# fetch_queue

Figure 1. A small window of the routed layout (fetch_queue).
Region (67, 34) to (97, 64) um. Cells in grey, sequential cells in the stronger grey; small squares are vias.
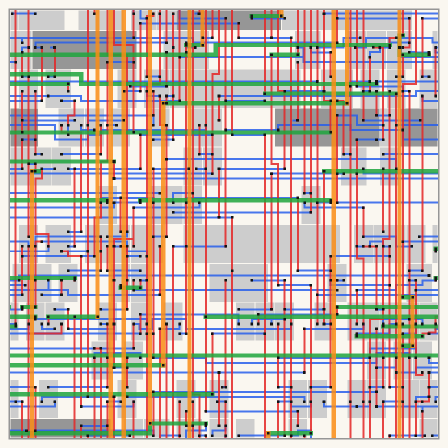

`config.mk`:
```
export PLATFORM = sky130hd
export DESIGN_NAME = fetch_queue
export DESIGN_NICKNAME = d
export VERILOG_FILES = /design/src/rtl/riscv_pkg.sv /design/src/rtl/fetch_queue_fifo.sv /design/src/rtl/fetch_queue.sv
export SDC_FILE = /design/constraint.sdc
export NUM_CORES = 1
export LEC_CHECK = 0
export ABC_AREA = 1
export CAP_MARGIN = 40
export CORE_MARGIN = 2
export CORE_UTILIZATION = 58
export CTS_CLUSTER_DIAMETER = 100
export DETAILED_ROUTE_END_ITERATION = 10
export PLACE_DENSITY_LB_ADDON = 0.12
export SYNTH_ARGS = -nofsm -noshare
export SYNTH_HDL_FRONTEND = slang
export SYNTH_HIERARCHICAL = 1
export SYNTH_SLANG_ARGS = --single-unit
```
`constraint.sdc`:
```
create_clock -name clk -period 6.17 [get_ports clk]
set_clock_uncertainty 0.1 [all_clocks]
set_input_delay 0.9255 -clock clk [delete_from_list [all_inputs] [get_ports clk]]
set_output_delay 0.9255 -clock clk [all_outputs]
set_load 0.03 [all_outputs]
```
`src/rtl/riscv_pkg.sv`:
```
// Shared front-end types and constants.
//   fetch_entry_t : payload of one fetched instruction slot
//   FETCH_PC_STEP : byte stride between sequential fetch addresses
package riscv_pkg;

  localparam int unsigned FETCH_ILEN    = 32;
  localparam int unsigned FETCH_PC_STEP = 4;

  typedef struct packed {
    logic [FETCH_ILEN-1:0] instr;
  } fetch_entry_t;

endpackage

```
`src/rtl/fetch_queue_fifo.sv`:
```
// Instruction storage FIFO for the fetch queue (module fetch_fifo).
// Ports:
//   clk, rst          clock, synchronous active-high reset
//   i_flush           drop all entries (pointers and count to zero)
//   i_push, i_data    write one entry at the tail
//   i_pop             retire the head entry (caller guarantees non-empty)
//   o_data            head entry contents
//   o_count           current occupancy, 0..DEPTH
module fetch_fifo #(
  parameter int unsigned DEPTH = 4,
  parameter int unsigned WIDTH = 32
) (
  input  logic                     clk,
  input  logic                     rst,
  input  logic                     i_flush,
  input  logic                     i_push,
  input  logic [WIDTH-1:0]         i_data,
  input  logic                     i_pop,
  output logic [WIDTH-1:0]         o_data,
  output logic [$clog2(DEPTH):0]   o_count
);

  localparam int unsigned AW = $clog2(DEPTH);
  localparam int unsigned CW = AW + 1;

  logic [WIDTH-1:0] r_mem [DEPTH];
  logic [AW-1:0]    r_wr_ptr;
  logic [AW-1:0]    r_rd_ptr;
  logic [CW-1:0]    r_count;

  // Pointers wrap naturally since DEPTH is a power of two.
  always_ff @(posedge clk) begin
    if (rst || i_flush) begin
      r_wr_ptr <= '0;
      r_rd_ptr <= '0;
      r_count  <= '0;
    end else begin
      if (i_push) r_wr_ptr <= r_wr_ptr + AW'(1);
      if (i_pop)  r_rd_ptr <= r_rd_ptr + AW'(1);
      r_count <= r_count + CW'(i_push) - CW'(i_pop);
    end
  end

  // Data array carries no reset; validity is tracked by r_count.
  always_ff @(posedge clk) begin
    if (i_push && !i_flush) r_mem[r_wr_ptr] <= i_data;
  end

  assign o_data  = r_mem[r_rd_ptr];
  assign o_count = r_count;

endmodule

```
`src/rtl/fetch_queue.sv`:
```
// Instruction fetch queue: issues sequential fetches under a credit limit,
// buffers in-order responses and presents them with their PCs.
// Optional feature macro: FETCH_BYPASS_EN (empty-queue response bypass).
// Ports:
//   clk, rst                         clock, synchronous active-high reset
//   redirect_i, redirect_pc_i        flush fetch state and restart at new PC
//   imem_req_o, imem_addr_o          fetch request / address
//   imem_gnt_i                       request accepted
//   imem_rvalid_i, imem_rdata_i      in-order response
//   out_valid_o, out_pc_o, out_instr_o, out_ready_i   consumer handshake
module fetch_queue
  import riscv_pkg::*;
#(
  parameter int unsigned      XLEN     = 64,
  parameter int unsigned      ILEN     = 32,
  parameter int unsigned      DEPTH    = 4,
  parameter logic [XLEN-1:0]  RESET_PC = '0
) (
  input  logic             clk,
  input  logic             rst,
  input  logic             redirect_i,
  input  logic [XLEN-1:0]  redirect_pc_i,
  output logic             imem_req_o,
  output logic [XLEN-1:0]  imem_addr_o,
  input  logic             imem_gnt_i,
  input  logic             imem_rvalid_i,
  input  logic [ILEN-1:0]  imem_rdata_i,
  output logic             out_valid_o,
  output logic [XLEN-1:0]  out_pc_o,
  output logic [ILEN-1:0]  out_instr_o,
  input  logic             out_ready_i
);

  localparam int unsigned CW = $clog2(DEPTH) + 1;
  localparam int unsigned SW = CW + 1;

  localparam logic ST_FETCH = 1'b0;
  localparam logic ST_FLUSH = 1'b1;

  logic            r_state;
  logic [XLEN-1:0] r_fetch_pc;
  logic [XLEN-1:0] r_out_pc;
  logic [CW-1:0]   r_outst;
  logic [CW-1:0]   r_disc;

  logic            w_state_nxt;
  logic [XLEN-1:0] w_fetch_pc_nxt;
  logic [XLEN-1:0] w_out_pc_nxt;
  logic [CW-1:0]   w_outst_nxt;
  logic [CW-1:0]   w_disc_nxt;

  logic [CW-1:0]   w_count;
  logic [ILEN-1:0] w_fifo_data;
  logic            w_fifo_valid;
  logic            w_fire;
  logic            w_push;
  logic            w_pop_fifo;
  logic            w_pop_any;
  logic            w_bypass;
  logic            w_credit;

  // Credit uses registered counts only, so a pop frees a slot next cycle.
  assign w_credit   = (SW'(w_count) + SW'(r_outst)) < SW'(DEPTH);
  assign imem_req_o = !rst && (r_state == ST_FETCH) && !redirect_i && w_credit;
  assign imem_addr_o = r_fetch_pc;
  assign w_fire     = imem_req_o && imem_gnt_i;

  assign w_fifo_valid = (w_count != '0);

`ifdef FETCH_BYPASS_EN
  // Empty queue: hand a live response straight to the consumer.
  assign w_bypass = !w_fifo_valid && (r_disc == '0) && imem_rvalid_i && !redirect_i;
`else
  assign w_bypass = 1'b0;
`endif

  assign out_valid_o = !rst && (w_fifo_valid || w_bypass);
  assign out_instr_o = w_bypass ? imem_rdata_i : w_fifo_data;
  assign out_pc_o    = r_out_pc;

  // A redirect discards the response and ignores any pop in the same cycle.
  assign w_pop_any  = out_valid_o && out_ready_i && !redirect_i;
  assign w_pop_fifo = w_pop_any && w_fifo_valid;
  assign w_push     = imem_rvalid_i && (r_disc == '0) && !redirect_i &&
                      !(w_bypass && out_ready_i);

  fetch_fifo #(
    .DEPTH (DEPTH),
    .WIDTH (ILEN)
  ) u_fifo (
    .clk     (clk),
    .rst     (rst),
    .i_flush (redirect_i),
    .i_push  (w_push),
    .i_data  (imem_rdata_i),
    .i_pop   (w_pop_fifo),
    .o_data  (w_fifo_data),
    .o_count (w_count)
  );

  // Next-state and counter/PC update logic.
  always_comb begin
    w_state_nxt    = r_state;
    w_fetch_pc_nxt = r_fetch_pc;
    w_out_pc_nxt   = r_out_pc;
    w_outst_nxt    = r_outst + CW'(w_fire) - CW'(imem_rvalid_i);
    w_disc_nxt     = r_disc;

    if (w_fire)    w_fetch_pc_nxt = r_fetch_pc + XLEN'(FETCH_PC_STEP);
    if (w_pop_any) w_out_pc_nxt   = r_out_pc + XLEN'(FETCH_PC_STEP);
    if (imem_rvalid_i && (r_disc != '0)) w_disc_nxt = r_disc - CW'(1);

    if (redirect_i) begin
      // Everything still in flight after this cycle is stale.
      w_fetch_pc_nxt = redirect_pc_i;
      w_out_pc_nxt   = redirect_pc_i;
      w_disc_nxt     = w_outst_nxt;
      w_state_nxt    = (w_outst_nxt != '0) ? ST_FLUSH : ST_FETCH;
    end else if ((r_state == ST_FLUSH) && (w_disc_nxt == '0)) begin
      w_state_nxt = ST_FETCH;
    end
  end

  // State and counter registers.
  always_ff @(posedge clk) begin
    if (rst) begin
      r_state    <= ST_FETCH;
      r_fetch_pc <= RESET_PC;
      r_out_pc   <= RESET_PC;
      r_outst    <= '0;
      r_disc     <= '0;
    end else begin
      r_state    <= w_state_nxt;
      r_fetch_pc <= w_fetch_pc_nxt;
      r_out_pc   <= w_out_pc_nxt;
      r_outst    <= w_outst_nxt;
      r_disc     <= w_disc_nxt;
    end
  end

endmodule

```
# miner_job_sequencer

### src/rtl/miner_pkg.sv
// Shared types and constants for the miner job sequencer: FSM states,
// miner control-word layout and the SHA3-256 padding bytes.
package miner_pkg;

  typedef enum logic [2:0] {
    ST_IDLE,
    ST_SETTLE,
    ST_RUN,
    ST_HALT,
    ST_DRAIN,
    ST_REPORT
  } seq_state_e;

  localparam int CTRL_W        = 19;
  localparam int CTRL_RUN      = 0;
  localparam int CTRL_TEST     = 1;
  localparam int CTRL_HALT     = 2;
  localparam int CTRL_PADL_LSB = 3;
  localparam int CTRL_PADF_LSB = 11;

  localparam logic [7:0] SHA3_PADF = 8'h06;
  localparam logic [7:0] SHA3_PADL = 8'h80;

  function automatic logic [CTRL_W-1:0] ctrl_word(input logic [7:0] padf,
                                                  input logic [7:0] padl,
                                                  input logic halt,
                                                  input logic test,
                                                  input logic run);
    return {padf, padl, halt, test, run};
  endfunction

  function automatic int max3(input int a, input int b, input int c);
    int m;
    m = (a > b) ? a : b;
    return (m > c) ? m : c;
  endfunction

endpackage

### src/rtl/seq_cycle_timer.sv
// Loadable down-counter shared by the timed sequencer states. done pulses once,
// load_val+1 cycles after the cycle in which load is high.
module seq_cycle_timer #(
  parameter int W = 13
) (
  input  logic         clk,
  input  logic         rst_n,
  input  logic         load,
  input  logic [W-1:0] load_val,
  output logic         done
);

  logic [W-1:0] cnt;
  logic         armed;

  // NOTE: sequential state uses non-blocking assignments so every register
  // samples pre-edge values regardless of block evaluation order.
  always_ff @(posedge clk or negedge rst_n) begin
    if (!rst_n) begin
      cnt   <= '0;
      armed <= 1'b0;
    end else if (load) begin
      cnt   <= load_val;
      armed <= 1'b1;
    end else if (done) begin
      armed <= 1'b0;
    end else if (cnt != '0) begin
      cnt <= cnt - 1'b1;
    end
  end

  assign done = armed && !load && (cnt == '0);

endmodule

### src/rtl/miner_job_sequencer.sv
// Host-facing job sequencer for one sha3_256_miner: programs a job, runs it in
// halted/restarted chunks and returns found/exhausted/aborted. SETTLE_CYCLES >= 3, CHUNK_CYCLES >= 32.
module miner_job_sequencer
  import miner_pkg::*;
#(
  parameter int         CHUNK_CYCLES  = 4096,
  parameter int         SETTLE_CYCLES = 4,
  parameter int         HALT_TIMEOUT  = 64,
  parameter logic [7:0] PADF          = SHA3_PADF,
  parameter logic [7:0] PADL          = SHA3_PADL
) (
  input  logic              clk,
  input  logic              rst_n,
  input  logic              job_valid,
  output logic              job_ready,
  input  logic [255:0]      job_header,
  input  logic [255:0]      job_difficulty,
  input  logic [63:0]       job_start_nonce,
  input  logic [63:0]       job_end_nonce,
  input  logic              job_test,
  input  logic              abort,
  output logic [255:0]      m_header,
  output logic [255:0]      m_difficulty,
  output logic [63:0]       m_start_nonce,
  output logic [CTRL_W-1:0] m_control,
  input  logic [63:0]       m_solution,
  input  logic [6:0]        m_status,
  input  logic              m_irq,
  output logic              res_valid,
  input  logic              res_ready,
  output logic              res_found,
  output logic              res_aborted,
  output logic [63:0]       res_nonce,
  output logic              busy
);

  localparam int CNT_W = $clog2(max3(CHUNK_CYCLES, HALT_TIMEOUT, SETTLE_CYCLES) + 1);

  // The timer load is registered, so it lands one cycle into the state: N-cycle states load N-2.
  localparam logic [CNT_W-1:0] SETTLE_LOAD = CNT_W'(SETTLE_CYCLES - 2);
  localparam logic [CNT_W-1:0] CHUNK_LOAD  = CNT_W'(CHUNK_CYCLES - 2);
  localparam logic [CNT_W-1:0] HALT_LOAD   = CNT_W'(HALT_TIMEOUT - 2);

  seq_state_e       state;
  logic [63:0]      end_nonce;
  logic [63:0]      next_nonce;
  logic             test_q;
  logic             tmr_load;
  logic [CNT_W-1:0] tmr_val;
  logic             tmr_done;
  logic             match;
  logic             unused_status;

  assign match         = m_irq && m_status[0];
  assign unused_status = ^m_status[6:1];

  seq_cycle_timer #(.W(CNT_W)) u_timer (
    .clk      (clk),
    .rst_n    (rst_n),
    .load     (tmr_load),
    .load_val (tmr_val),
    .done     (tmr_done)
  );

  always_ff @(posedge clk or negedge rst_n) begin
    if (!rst_n) begin
      state         <= ST_IDLE;
      job_ready     <= 1'b1;
      busy          <= 1'b0;
      m_header      <= '0;
      m_difficulty  <= '0;
      m_start_nonce <= '0;
      m_control     <= '0;
      end_nonce     <= '0;
      next_nonce    <= '0;
      test_q        <= 1'b0;
      res_valid     <= 1'b0;
      res_found     <= 1'b0;
      res_aborted   <= 1'b0;
      res_nonce     <= '0;
      tmr_load      <= 1'b0;
      tmr_val       <= '0;
    end else begin
      tmr_load <= 1'b0;
      if (abort && (state == ST_SETTLE || state == ST_RUN || state == ST_HALT)) begin
        state     <= ST_DRAIN;
        m_control <= '0;
        res_nonce <= m_solution;
        tmr_load  <= 1'b1;
        tmr_val   <= SETTLE_LOAD;
      end else begin
        unique case (state)
          ST_IDLE: begin
            if (job_valid && job_ready) begin
              m_header      <= job_header;
              m_difficulty  <= job_difficulty;
              m_start_nonce <= job_start_nonce;
              next_nonce    <= job_start_nonce;
              end_nonce     <= job_end_nonce;
              test_q        <= job_test;
              res_found     <= 1'b0;
              res_aborted   <= 1'b0;
              job_ready     <= 1'b0;
              busy          <= 1'b1;
              tmr_load      <= 1'b1;
              tmr_val       <= SETTLE_LOAD;
              if (job_start_nonce > job_end_nonce) begin
                state     <= ST_REPORT;
                res_valid <= 1'b1;
                res_nonce <= job_start_nonce;
              end else begin
                state <= ST_SETTLE;
              end
            end
          end
          ST_SETTLE: begin
            if (tmr_done) begin
              state     <= ST_RUN;
              m_control <= ctrl_word(PADF, PADL, 1'b0, test_q, 1'b1);
              tmr_load  <= 1'b1;
              tmr_val   <= CHUNK_LOAD;
            end
          end
          ST_RUN: begin
            if (match) begin
              state     <= ST_REPORT;
              m_control <= '0;
              res_valid <= 1'b1;
              res_found <= 1'b1;
              res_nonce <= m_solution;
              tmr_load  <= 1'b1;
            end else if (tmr_done) begin
              state     <= ST_HALT;
              m_control <= ctrl_word(PADF, PADL, 1'b1, test_q, 1'b1);
              tmr_load  <= 1'b1;
              tmr_val   <= HALT_LOAD;
            end
          end
          ST_HALT: begin
            if (match) begin
              state     <= ST_REPORT;
              m_control <= '0;
              res_valid <= 1'b1;
              res_found <= 1'b1;
              res_nonce <= m_solution;
              tmr_load  <= 1'b1;
            end else if (m_irq) begin
              m_control <= '0;
              tmr_load  <= 1'b1;
              // Progress point at or past the end (or at 2^64-1) exhausts the job without wrapping.
              if (m_solution >= end_nonce || m_solution == '1) begin
                state     <= ST_REPORT;
                res_valid <= 1'b1;
                res_nonce <= m_solution;
              end else begin
                state         <= ST_SETTLE;
                next_nonce    <= m_solution + 64'd1;
                m_start_nonce <= m_solution + 64'd1;
                tmr_val       <= SETTLE_LOAD;
              end
            end else if (tmr_done) begin
              state       <= ST_REPORT;
              m_control   <= '0;
              res_valid   <= 1'b1;
              res_aborted <= 1'b1;
              res_nonce   <= next_nonce;
              tmr_load    <= 1'b1;
            end
          end
          ST_DRAIN: begin
            if (tmr_done) begin
              state       <= ST_REPORT;
              res_valid   <= 1'b1;
              res_aborted <= 1'b1;
              tmr_load    <= 1'b1;
            end
          end
          ST_REPORT: begin
            if (res_ready) begin
              state     <= ST_IDLE;
              res_valid <= 1'b0;
              job_ready <= 1'b1;
              busy      <= 1'b0;
              tmr_load  <= 1'b1;
            end
          end
          default: state <= ST_IDLE;
        endcase
      end
    end
  end

endmodule

### config.mk
export PLATFORM = sky130hd
export DESIGN_NAME = miner_job_sequencer
export DESIGN_NICKNAME = d
export VERILOG_FILES = /design/src/rtl/miner_pkg.sv /design/src/rtl/seq_cycle_timer.sv /design/src/rtl/miner_job_sequencer.sv
export SDC_FILE = /design/constraint.sdc
export NUM_CORES = 2
export LEC_CHECK = 0
export CAP_MARGIN = 40
export CORE_AREA = 10 10 527 529
export DETAILED_ROUTE_END_ITERATION = 16
export DIE_AREA = 0 0 537 539
export MAX_ROUTING_LAYER = met4
export PLACE_DENSITY_LB_ADDON = 0.15
export SLEW_MARGIN = 15
export SYNTH_ARGS = -nofsm -noshare
export SYNTH_HDL_FRONTEND = slang
export SYNTH_HIERARCHICAL = 1
export SYNTH_SLANG_ARGS = --single-unit
### constraint.sdc
create_clock -name clk -period 3.9 [get_ports clk]
set_input_delay 1.17 -clock clk [delete_from_list [all_inputs] [get_ports clk]]
set_output_delay 1.17 -clock clk [all_outputs]
set_load 0.005 [all_outputs]
# esm_candidate_buffer_flat

==> config.mk <==
export PLATFORM = sky130hd
export DESIGN_NAME = esm_candidate_buffer_flat
export DESIGN_NICKNAME = d
export VERILOG_FILES = /design/src/rtl/esm_pkg.sv /design/src/rtl/esm_candidate_buffer_if.sv /design/src/rtl/esm_candidate_buffer_lowest_free_enc.sv /design/src/rtl/esm_candidate_buffer.sv /design/src/flat_wrapper.sv
export SDC_FILE = /design/constraint.sdc
export NUM_CORES = 1
export LEC_CHECK = 0
export ABC_AREA = 1
export CORE_UTILIZATION = 65
export CTS_BUF_LIST = sky130_fd_sc_hd__clkbuf_4 sky130_fd_sc_hd__clkbuf_8 sky130_fd_sc_hd__clkbuf_16
export CTS_CLUSTER_SIZE = 16
export DETAILED_ROUTE_END_ITERATION = 10
export PLACE_DENSITY = 0.85
export SETUP_SLACK_MARGIN = 0.02
export SYNTH_ARGS = -nofsm -noshare
export SYNTH_HDL_FRONTEND = slang
export SYNTH_SLANG_ARGS = --single-unit
==> constraint.sdc <==
create_clock -name clk -period 3.99 [get_ports clk]
set_input_delay 0.798 -clock clk [delete_from_list [all_inputs] [get_ports clk]]
set_output_delay 0.798 -clock clk [all_outputs]
set_load 0.02 [all_outputs]
==> src/rtl/esm_pkg.sv <==
// Shared ESM selection-path types: slot index, sample word and the candidate
// buffer's output-stage state encoding.
package esm_pkg;
  localparam int ESM_BS  = 16;
  localparam int ESM_DW  = 32;
  localparam int BS_BITS = $clog2(ESM_BS);

  typedef logic [BS_BITS-1:0] slot_idx_t;
  typedef logic [ESM_DW-1:0]  sample_t;

  typedef enum logic {
    OUT_EMPTY = 1'b0,
    OUT_FULL  = 1'b1
  } out_state_e;
endpackage

==> src/rtl/esm_candidate_buffer_if.sv <==
// Handshake bundle of the candidate buffer: sample write port, slot-select
// port from the mapping table, and the sample output port.
interface esm_candidate_buffer_if #(
  parameter int BS = esm_pkg::ESM_BS,
  parameter int DW = esm_pkg::ESM_DW
) ();
  localparam int IW = $clog2(BS);

  // Every port transfers on a cycle where valid && ready at the rising edge;
  // valid never depends on ready, and a held valid keeps its payload stable.
  logic          in_valid;
  logic [DW-1:0] in_data;
  logic          in_ready;
  logic          sel_valid;
  logic [IW-1:0] sel_index;
  logic          sel_ready;
  logic          out_valid;
  logic [DW-1:0] out_data;
  logic          out_ready;

  modport master (
    output in_valid, in_data, sel_valid, sel_index, out_ready,
    input  in_ready, sel_ready, out_valid, out_data
  );

  modport slave (
    input  in_valid, in_data, sel_valid, sel_index, out_ready,
    output in_ready, sel_ready, out_valid, out_data
  );
endinterface

==> src/rtl/esm_candidate_buffer_lowest_free_enc.sv <==
// Priority encoder over the free slots: lowest index whose valid bit is 0.
module lowest_free_enc #(
  parameter int BS = 16
) (
  input  logic [BS-1:0]         valid,
  output logic [$clog2(BS)-1:0] free_idx,
  output logic                  found
);
  localparam int IW = $clog2(BS);

  // Scanning downward lets the lowest free slot be the last assignment.
  always_comb begin
    free_idx = '0;
    found    = 1'b0;
    for (int i = BS - 1; i >= 0; i--) begin
      if (!valid[i]) begin
        free_idx = IW'(i);
        found    = 1'b1;
      end
    end
  end
endmodule

==> src/rtl/esm_candidate_buffer.sv <==
// Slot-based candidate buffer: stores samples, publishes occupancy as cand_list,
// and emits the slot picked by the mapping table. sel_err: ESM_CAND_BUF_SEL_ERR_EN.
module esm_candidate_buffer
  import esm_pkg::*;
#(
  parameter int BS = esm_pkg::ESM_BS,
  parameter int DW = esm_pkg::ESM_DW
) (
  input  logic                    clk,
  input  logic                    rst,
  esm_candidate_buffer_if.slave   bus,
  output logic [BS-1:0]           cand_list,
  output logic [$clog2(BS):0]     occupancy,
  output logic                    sel_err,
  output out_state_e              state_dbg
);
  localparam int IW = $clog2(BS);
  localparam int OW = IW + 1;
  localparam logic [OW-1:0] FULL_CNT = OW'(BS);

  logic [BS-1:0] valid_q, valid_d;
  logic [OW-1:0] occ_q, occ_d;
  logic [DW-1:0] slot_data [BS];
  logic [DW-1:0] out_data_q;
  out_state_e    state_q, state_d;

  logic [IW-1:0] free_idx;
  logic          found;
  logic          wr_fire, sel_fire, sel_hit, out_valid_w;

  lowest_free_enc #(.BS(BS)) u_enc (
    .valid    (valid_q),
    .free_idx (free_idx),
    .found    (found)
  );

  assign out_valid_w   = (state_q == OUT_FULL);
  assign bus.in_ready  = (occ_q != FULL_CNT);
  assign bus.sel_ready = !out_valid_w || bus.out_ready;
  assign bus.out_valid = out_valid_w;
  assign bus.out_data  = out_data_q;
  assign cand_list     = valid_q;
  assign occupancy     = occ_q;
  assign state_dbg     = state_q;

  // found always tracks in_ready; gating on it keeps a write from ever
  // landing on an occupied slot should the two disagree.
  assign wr_fire  = bus.in_valid && bus.in_ready && found;
  assign sel_fire = bus.sel_valid && bus.sel_ready;
  assign sel_hit  = sel_fire && valid_q[bus.sel_index];

  always_comb begin
    valid_d = valid_q;
    if (wr_fire) valid_d[free_idx] = 1'b1;
    if (sel_hit) valid_d[bus.sel_index] = 1'b0;
  end

  always_comb begin
    occ_d = occ_q;
    case ({wr_fire, sel_hit})
      2'b10:   occ_d = occ_q + 1'b1;
      2'b01:   occ_d = occ_q - 1'b1;
      default: occ_d = occ_q;
    endcase
  end

  always_comb begin
    state_d = state_q;
    case (state_q)
      OUT_EMPTY: if (sel_hit) state_d = OUT_FULL;
      OUT_FULL:  if (!sel_hit && bus.out_ready) state_d = OUT_EMPTY;
      default:   state_d = OUT_EMPTY;
    endcase
  end

  always_ff @(posedge clk or posedge rst) begin
    if (rst) begin
      valid_q    <= '0;
      occ_q      <= '0;
      state_q    <= OUT_EMPTY;
      out_data_q <= '0;
    end else begin
      valid_q <= valid_d;
      occ_q   <= occ_d;
      state_q <= state_d;
      if (sel_hit) out_data_q <= slot_data[bus.sel_index];
    end
  end

  // Sample storage is qualified by valid_q, so it needs no reset.
  always_ff @(posedge clk) begin
    if (wr_fire) slot_data[free_idx] <= bus.in_data;
  end

`ifdef ESM_CAND_BUF_SEL_ERR_EN
  logic sel_err_q;
  logic sel_miss;

  assign sel_miss = sel_fire && !valid_q[bus.sel_index];

  always_ff @(posedge clk or posedge rst) begin
    if (rst)           sel_err_q <= 1'b0;
    else if (sel_miss) sel_err_q <= 1'b1;
  end

  assign sel_err = sel_err_q;
`else
  assign sel_err = 1'b0;
`endif
endmodule

==> src/flat_wrapper.sv <==
// flat-port wrapper written by rule: the top's interface ports become plain ports
module esm_candidate_buffer_flat import esm_pkg::*;
#(
  parameter int BS = esm_pkg::ESM_BS,
  parameter int DW = esm_pkg::ESM_DW
)
  (clk, rst, cand_list, occupancy, sel_err, state_dbg, bus_in_valid, bus_in_data, bus_sel_valid, bus_sel_index, bus_out_ready, bus_in_ready, bus_sel_ready, bus_out_valid, bus_out_data);
  esm_candidate_buffer_if #(.BS(BS), .DW(DW)) bus_i ();
  input  logic clk;
  input  logic rst;
  output logic [BS-1:0] cand_list;
  output logic [$clog2(BS):0] occupancy;
  output logic sel_err;
  output out_state_e state_dbg;
  input wire logic [$bits(bus_i.in_valid)-1:0] bus_in_valid;
  input wire logic [$bits(bus_i.in_data)-1:0] bus_in_data;
  input wire logic [$bits(bus_i.sel_valid)-1:0] bus_sel_valid;
  input wire logic [$bits(bus_i.sel_index)-1:0] bus_sel_index;
  input wire logic [$bits(bus_i.out_ready)-1:0] bus_out_ready;
  output wire logic [$bits(bus_i.in_ready)-1:0] bus_in_ready;
  output wire logic [$bits(bus_i.sel_ready)-1:0] bus_sel_ready;
  output wire logic [$bits(bus_i.out_valid)-1:0] bus_out_valid;
  output wire logic [$bits(bus_i.out_data)-1:0] bus_out_data;
  assign bus_i.in_valid = bus_in_valid;
  assign bus_i.in_data = bus_in_data;
  assign bus_i.sel_valid = bus_sel_valid;
  assign bus_i.sel_index = bus_sel_index;
  assign bus_i.out_ready = bus_out_ready;
  assign bus_in_ready = bus_i.in_ready;
  assign bus_sel_ready = bus_i.sel_ready;
  assign bus_out_valid = bus_i.out_valid;
  assign bus_out_data = bus_i.out_data;
  esm_candidate_buffer #(.BS(BS), .DW(DW)) u_core (.clk(clk), .rst(rst), .bus(bus_i), .cand_list(cand_list), .occupancy(occupancy), .sel_err(sel_err), .state_dbg(state_dbg));
endmodule
# round_dealer

==> src/rtl/game_pkg.sv <==
// rtl/game_pkg.sv - shared types and encodings for the round dealer
package game_pkg;

  localparam int CARD_W = 4;

  typedef enum logic [2:0] {
    S_IDLE,
    S_DRAW1,
    S_DRAW2,
    S_SHOW,
    S_JUDGE,
    S_WAIT,
    S_DONE
  } state_t;

  localparam logic [1:0] MR_TIE = 2'b01;
  localparam logic [1:0] MR_P2  = 2'b11;
  localparam logic [1:0] MR_P1  = 2'b10;
  localparam logic [1:0] MR_BAD = 2'b00;

  localparam logic [1:0] WIN_NONE = 2'b00;
  localparam logic [1:0] WIN_P1   = 2'b01;
  localparam logic [1:0] WIN_P2   = 2'b10;

  // A raw LFSR value is only dealt when it is a real card face.
  function automatic logic card_ok(input logic [CARD_W-1:0] v, input int max_card);
    return (v != '0) && (int'(v) <= max_card);
  endfunction

endpackage

==> src/rtl/card_lfsr.sv <==
// rtl/card_lfsr.sv - 4-bit Fibonacci LFSR card source, period 15
module card_lfsr
  import game_pkg::*;
#(
  parameter logic [CARD_W-1:0] SEED = 4'b0001
) (
  input  logic              clk,
  input  logic              rst,
  output logic [CARD_W-1:0] q
);

  always_ff @(posedge clk) begin
    if (rst) q <= SEED;
    else     q <= {q[2:0], q[3] ^ q[2]};
  end

endmodule

==> src/rtl/round_dealer.sv <==
// rtl/round_dealer.sv - deals cards, judges comparator results, keeps score
module round_dealer
  import game_pkg::*;
#(
  parameter int              WIN_SCORE = 5,
  parameter int              SCORE_W   = 3,
  parameter int              MAX_CARD  = 13,
  parameter logic [CARD_W-1:0] SEED    = 4'b0001,
  parameter int              SETTLE    = 1
) (
  input  logic               clk,
  input  logic               rst,
  input  logic               start,
  input  logic               next,
  input  logic [1:0]         matchresult,
  output logic [CARD_W-1:0]  p1_handcard,
  output logic [CARD_W-1:0]  p2_handcard,
  output logic               cards_valid,
  output logic [1:0]         round_result,
  output logic [SCORE_W-1:0] p1_score,
  output logic [SCORE_W-1:0] p2_score,
  output logic               game_over,
  output logic [1:0]         winner,
  output logic               proto_err
);

  localparam int SET_W = (SETTLE > 1) ? $clog2(SETTLE) : 1;
  localparam logic [SCORE_W-1:0] WIN_S = SCORE_W'(WIN_SCORE);

  state_t             state;
  logic [SET_W-1:0]   settle_cnt;
  logic [CARD_W-1:0]  lfsr_q;
  logic [SCORE_W-1:0] p1_next;
  logic [SCORE_W-1:0] p2_next;
  logic [1:0]         rr_next;
  logic               bad_mr;
  logic               begin_game;

  card_lfsr #(.SEED(SEED)) u_lfsr (
    .clk (clk),
    .rst (rst),
    .q   (lfsr_q)
  );

  // An illegal comparator answer is scored as a tie and flagged.
  always_comb begin
    p1_next = p1_score;
    p2_next = p2_score;
    rr_next = matchresult;
    bad_mr  = 1'b0;
    case (matchresult)
      MR_P1:   p1_next = p1_score + SCORE_W'(1);
      MR_P2:   p2_next = p2_score + SCORE_W'(1);
      MR_TIE:  ;
      default: begin
        bad_mr  = 1'b1;
        rr_next = MR_TIE;
      end
    endcase
  end

  assign begin_game = start && (state == S_IDLE || state == S_WAIT || state == S_DONE);

  always_ff @(posedge clk) begin
    if (rst) begin
      state        <= S_IDLE;
      settle_cnt   <= '0;
      p1_handcard  <= '0;
      p2_handcard  <= '0;
      cards_valid  <= 1'b0;
      round_result <= 2'b00;
      p1_score     <= '0;
      p2_score     <= '0;
      game_over    <= 1'b0;
      winner       <= WIN_NONE;
      proto_err    <= 1'b0;
    end else if (begin_game) begin
      state        <= S_DRAW1;
      cards_valid  <= 1'b0;
      round_result <= 2'b00;
      p1_score     <= '0;
      p2_score     <= '0;
      game_over    <= 1'b0;
      winner       <= WIN_NONE;
      proto_err    <= 1'b0;
    end else begin
      case (state)
        S_DRAW1: begin
          if (card_ok(lfsr_q, MAX_CARD)) begin
            p1_handcard <= lfsr_q;
            state       <= S_DRAW2;
          end
        end
        S_DRAW2: begin
          if (card_ok(lfsr_q, MAX_CARD)) begin
            p2_handcard <= lfsr_q;
            cards_valid <= 1'b1;
            settle_cnt  <= '0;
            state       <= S_SHOW;
          end
        end
        S_SHOW: begin
          if (settle_cnt == SET_W'(SETTLE - 1)) state <= S_JUDGE;
          else settle_cnt <= settle_cnt + SET_W'(1);
        end
        S_JUDGE: begin
          p1_score     <= p1_next;
          p2_score     <= p2_next;
          round_result <= rr_next;
          if (bad_mr) proto_err <= 1'b1;
          if (p1_next == WIN_S || p2_next == WIN_S) begin
            state       <= S_DONE;
            game_over   <= 1'b1;
            cards_valid <= 1'b0;
            winner      <= (p1_next == WIN_S) ? WIN_P1 : WIN_P2;
          end else begin
            state <= S_WAIT;
          end
        end
        S_WAIT: begin
          if (next) begin
            state       <= S_DRAW1;
            cards_valid <= 1'b0;
          end
        end
        S_IDLE, S_DONE: ;
        default: state <= S_IDLE;
      endcase
    end
  end

endmodule

==> config.mk <==
export PLATFORM = sky130hd
export DESIGN_NAME = round_dealer
export DESIGN_NICKNAME = d
export VERILOG_FILES = /design/src/rtl/game_pkg.sv /design/src/rtl/card_lfsr.sv /design/src/rtl/round_dealer.sv
export SDC_FILE = /design/constraint.sdc
export NUM_CORES = 1
export LEC_CHECK = 0
export CAP_MARGIN = 10
export CORE_MARGIN = 5
export CORE_UTILIZATION = 41
export CTS_BUF_LIST = sky130_fd_sc_hd__clkbuf_16
export DETAILED_ROUTE_END_ITERATION = 10
export PLACE_DENSITY = 0.68
export SYNTH_ARGS = -nofsm -noshare
export SYNTH_HDL_FRONTEND = slang
export SYNTH_HIERARCHICAL = 1
export SYNTH_SLANG_ARGS = --single-unit
==> constraint.sdc <==
create_clock -name clk -period 1.8 [get_ports clk]
set_input_delay 0.54 -clock clk [delete_from_list [all_inputs] [get_ports clk]]
set_output_delay 0.54 -clock clk [all_outputs]
set_load 0.02 [all_outputs]
Figure 2. Wiring heat map (round_dealer).
Scale: 6 px per um. The die is cut into 14 by 14 equal tiles; white is low, dark blue is high, scaled to the fullest tile. Values are wire area over tile area, all layers added.
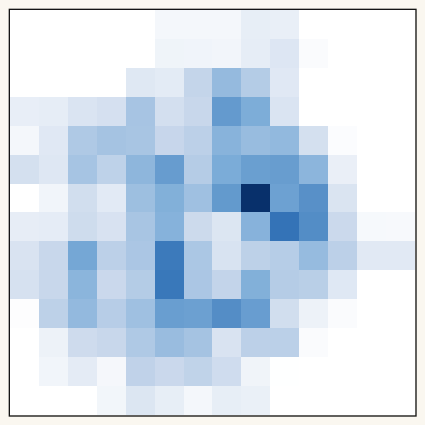
- fullest tile: 0.55
- nearly empty tiles: 31%
- tiles over half the peak: 8.7%
- densest ninth of the die: centre

==> GITHUB_STEP_SUMMARY, round_dealer <==
### Yosys + OpenROAD results

| Metric | Value |
|---|---|
| Status | `completed` |
| Setup_tns | `0 ns` |
| Clock sinks | `28` |
| P_int | `roughly 1.1 mW` |
| Place WS | `-0.3821 ns` |
| FF/Latch Area | `between 500 and 600 um^2` |
| Seq area share | `a little under a third` |
| Die area | `roughly 4600 um^2` |
| Crit share post-route | `97.84%` |
| Synthesized area per cell | `8.990 um^2` |
| Comb power frac | `under 10%` |
| Switching power | `between 0.2 and 0.3 mW` |
| Final Skew | `roughly 0.0031 ns` |
| Endpoint class of the critical path | `primary output` |
| First-pass GRT wire length | `between 5000 and 6000 um` |
| CP Depth | `1` |
| Area Overhead vs Synth | `35.58%` |
| Power Dens Cells | `about 760 nW/um^2` |
| HP Class | `reg2reg` |
| WL/cell | `around 13 um` |
| Primary FF master, synth | `dfxtp_1` |
| FF-to-FF Start | `p2_score[0]` |
| Wl on met1 | `about 1400 um` |
| Via count | `around 1200` |
| Top sig layer | `met4` |
| Setup slack, reg-to-reg | `between 0.1 and 0.15 ns` |
| I/O pins | `27` |
| Dominant kind of combinational cell | `simple AND/OR/NAND/NOR gates` |
| Worst-path cell chain | `clkdlybuf4s50_1` |
[round_dealer: Yosys cell counts, drive strengths merged (2+ instances only)]
cell	n
dfxtp	28
nor2	26
a21oi	15
nand2	11
mux2i	10
o21ai	7
buf	5
nor2b	5
nor3	5
xor2	5
nand2b	4
nand3	4
ha	3
inv	3
a211oi	2
and3	2
or2	2
xnor2	2
[round_dealer: sequential cells by signal, indices dropped and copies added (netlist names)]
name          flops
p2_score          3
winner            2
p2_handcard       4
proto_err         1
p1_score          3
cards_valid       1
state             3
round_result      2
p1_handcard       4
u_lfsr/q          4
game_over         1
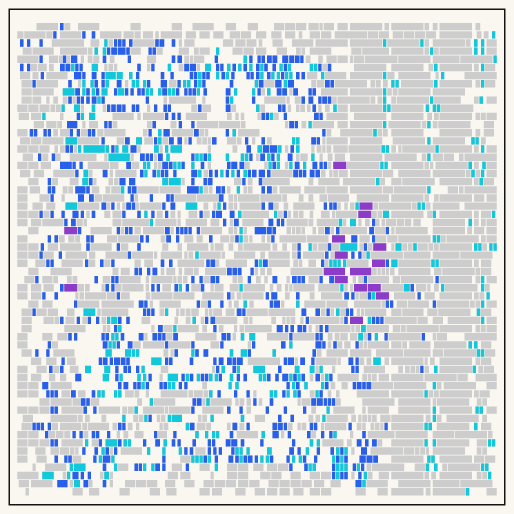
Figure 3: fetch_queue, gate-type map.
Scale: 3 px per um.
- nor cells: cyan (cells 381; where all over the die)
- fa/ha/maj cells: purple (cells 16)
- nand cells: blue (cells 701)

About Figure 1:
- M3: green
- M1: blue
- M2: red
- M4: orange
- sequential cells in the window: 4
- netlist names of flops here include: out_pc_o (4)
- most frequent: nand2_1 (30), nor2_1 (19), inv_1 (11)
- cells with their middle in the window: 93

==> GITHUB_STEP_SUMMARY, fetch_queue <==
### Yosys + OpenROAD results

| Metric | Value |
|---|---|
| Adder Share, Synth | `1.437%` |
| Top sig layer | `met4` |
| Worst stage delay on the critical path | `between 0.6 and 0.7 ns` |
| Clock Tree Root | `clkbuf_16` |
| Signal buffers | `276` |
| Synth warn | `6` |
| Status | `completed` |
| TritonRoute pass-1 iters | `6` |
| XOR-XNOR Cells, Area Fraction | `~2.9%` |
| Synthesized area | `14970 um^2` |
| Worst-path cell chain | `buf_4 -> inv_2 -> buf_12 -> o21ai_0 -> o21ai_1 -> clkdlybuf4s50_1` |
| First-pass GRT wire length | `a little over 80000 um` |
| Seq area share | `35.88%` |
| DRT antenna net count | `0` |
| Mapped Nets | `2173` |
| Setup WS post-layout | `between 2 and 2.5 ns` |
| Dominant cell area share | `between 20% and 30%` |
| RSZ-0062 raised after global routing | `false` |
| Overall Power | `around 4.5 mW` |
| Die extent in y | `around 160 um` |
| Primary FF master, synth | `dfxtp_1` |
| WL met3 | `between 5000 and 6000 um` |
| Num rows | `58` |
| Clk pin slew, worst setup/hold paths | `0.06 ns` |
| End point of the critical path | `out_instr_o[13]` |
==> fetch_queue: power breakdown <==
group          leakage, nW  internal [mW]  switching, mW
sequential            2.34           1.96          0.111
combinational         4.04          0.256          0.403
clock                0.437           1.03          0.728
total                 6.81           3.24           1.24
==> fetch_queue: per-stage QoR <==
stage / std cells / util [%]
4_1_cts: 2643 / 74.25
3_3_place_gp: 2591 / 70.33
6_report: 2643 / 74.25
2_1_floorplan: 2055 / -
3_5_place_dp: 2594 / 70.60
5_1_grt: 2643 / 74.25
Figure 4. Gate-type map (esm_candidate_buffer_flat).
Scale: 3 px per um.
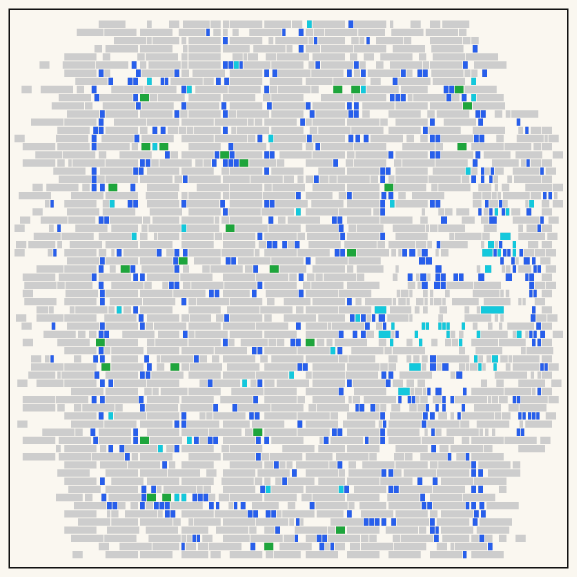
- nor cells: cyan (cells 60)
- non-inverting ao/oa cells: green (cells 27)
- nand cells: blue (cells 440; where all over the die)

==> GITHUB_STEP_SUMMARY, esm_candidate_buffer_flat <==
### Yosys + OpenROAD results

| Metric | Value |
|---|---|
| Status | `completed` |
| Comb pwr | `a little over 3 mW` |
| CP max-delay cell | `clkdlybuf4s50_1` |
| Final setup viols | `0` |
| RR Endpoint | `u_core.slot_data[10][25]` |
| RSZ-0062 raised after global routing | `false` |
| Clock Tree Buf Depth | `3` |
| PostCTS Resize Cnt | `0` |
| Worst stage delay on the critical path | `0.57 ns` |
| Max-slew headroom | `between 20% and 30%` |
| PortBufs | `about 97` |
| Logic area | `between 4000 and 5000 um^2` |
| Die area | `about 34000 um^2` |
| Arrival time at the worst endpoint | `about 3.7 ns` |
| Synth top cells by count | `edfxtp_1, nand3_1, a22oi_1` |
| Clock power frac | `between 30% and 40%` |
| Clock sinks | `~570` |
| Hold path endpoint | `u_core.bus.out_data[0]` |
| HP Class | `reg2reg` |
| Critical path class | `in2reg` |
| XOR-XNOR Cells, Area Fraction | `less than 1%` |
| Setup slack, reg-to-reg | `around 0.96 ns` |
| Well Taps | `442` |
| Adder Share, Synth | `less than 1%` |
[esm_candidate_buffer_flat: critical path: cells and delay by family]
kind | cells | cell delay (ns)
adder cells (fa/ha/maj) | 2 | 0.46
AND-OR/OR-AND | 4 | 0.61
XOR/XNOR | 2 | 0.30
buffers and inverters | 4 | 0.88
AND/OR/NAND/NOR | 6 | 0.61
[esm_candidate_buffer_flat: state kept, by name (all words and copies together), names as in the netlist]
signal                cells
u_core.slot_data        512
u_core.occupancy          5
u_core.bus.out_data      32
u_core.bus.out_valid      1
u_core.cand_list         16
Figure 5. Wiring heat map (miner_job_sequencer).
The die is cut into 27 by 27 equal tiles; white is low, dark blue is high, scaled to the fullest tile. Values are wire area over tile area, all layers added.
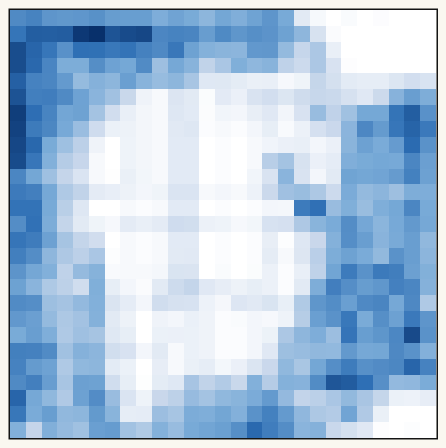
- mean over tiles: 0.13
- tiles over half the peak: 31%
- emptiest ninth of the die: centre
- fullest tile: 0.39
- nearly empty tiles: 11%
- densest ninth of the die: north-west

==> GITHUB_STEP_SUMMARY, miner_job_sequencer <==
### Yosys + OpenROAD results

| Metric | Value |
|---|---|
| Top cell class by occupied area | `flip-flops and latches` |
| Final setup viols | `4` |
| Synth top cells by count | `nand2_1, dfrtp_1, o21ai_0` |
| Overall Power | `between 40 and 50 mW` |
| Die area | `about 290000 um^2` |
| Syn Inst Count | `3874` |
| Setup slack, reg-to-reg | `~0.070 ns` |
| Yosys stat cell total | `3874` |
| Place WS | `-1.934 ns` |
| Die width | `537 um` |
| Status | `complete, but fails checks` |
| Top cells by area, synth | `dfrtp_1, nand2_1, ha_1` |
| Number of global-route vias before repair | `34760` |
| Failing checks | `setup timing` |
| PostCTS Resize Cnt | `around 83` |
| H-tree levels | `3` |
| CP Depth | `15` |
| Setup WS post-layout | `-0.01926 ns` |
| Routed wire length | `about 230000 um` |
| CTS buffer count | `103` |
| Signal inverters | `around 140` |
==> miner_job_sequencer: power breakdown <==
group	internal [mW]	total (mW)	switching, mW
Sequential	11.2	13.6	2.31
Clock	6.02	10.1	4.07
Combinational	10.8	21.4	10.6
Total	28.0	45.0	17.0
==> miner_job_sequencer: per-layer routing <==
metal	track usage (%)	wire [um]	share of wire, %	vias up
li1	-	-	-	16020
met1	16.88	88320	38	16090
met2	25.99	112500	49	1173
met3	6.777	23900	10	228
met4	5.496	7155	3.1	0
met5	-	0	0	-


==> layout pictures side by side <==
Routing congestion map.
panel A
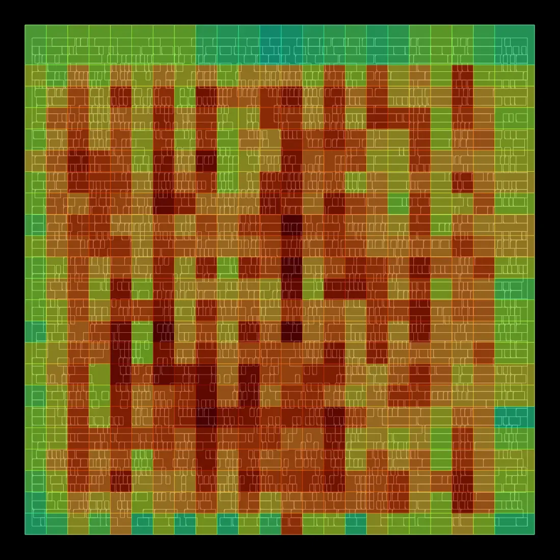
panel B
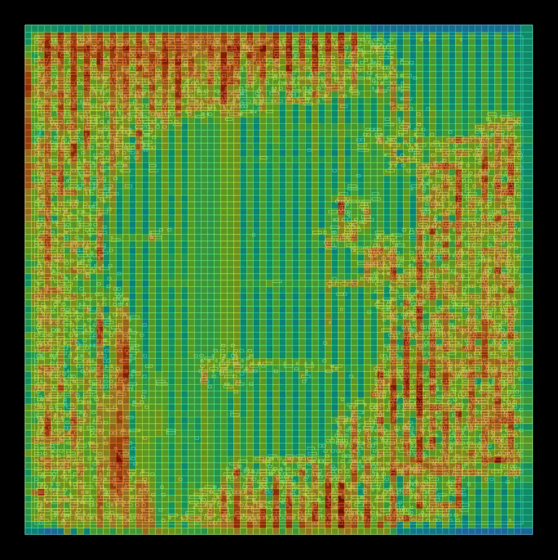
panel C
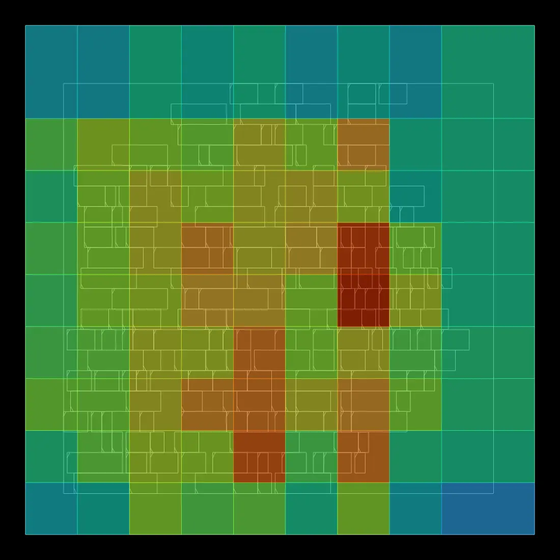
panel D
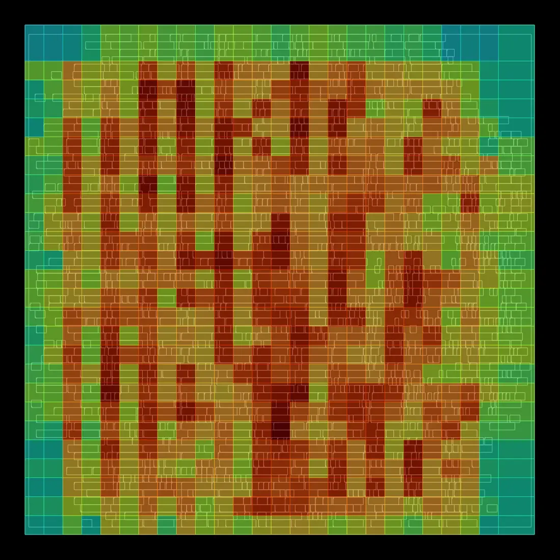
- round_dealer = panel C
- miner_job_sequencer = panel B
- esm_candidate_buffer_flat = panel D
- fetch_queue = panel A
Of these, highest track usage: panel A


## Gallery

The metal 4 layer.
image #1
Scale: 1 px per um. Supply wires on this layer in grey.
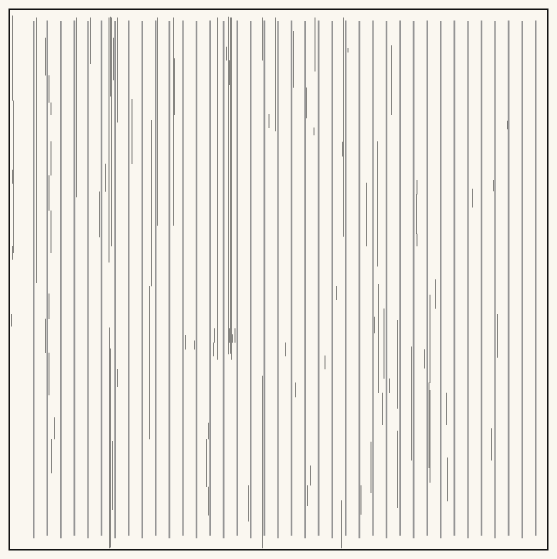
image #2
Scale: 2 px per um. Supply wires on this layer in grey.
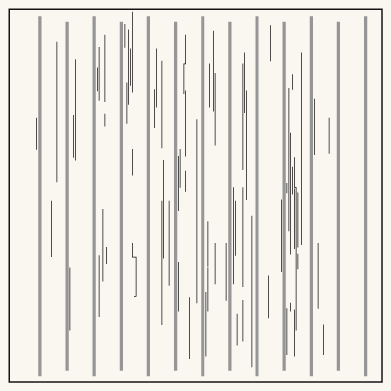
image #3
Scale: 3 px per um. Supply wires on this layer in grey.
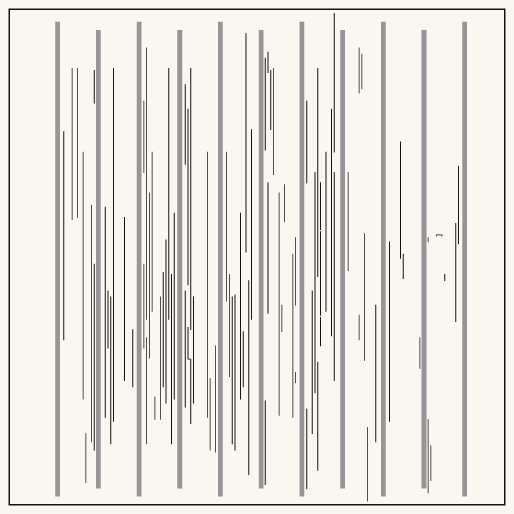
fetch_queue: image #3
esm_candidate_buffer_flat: image #2
miner_job_sequencer: image #1
Of these, smallest die: image #3
Of these, largest die: image #1

Key to image #3:
- longest straight run: 118 um
- wire length on this layer: 3580 um

Power figures rest on the tool's default switching activity, not on a simulated workload.
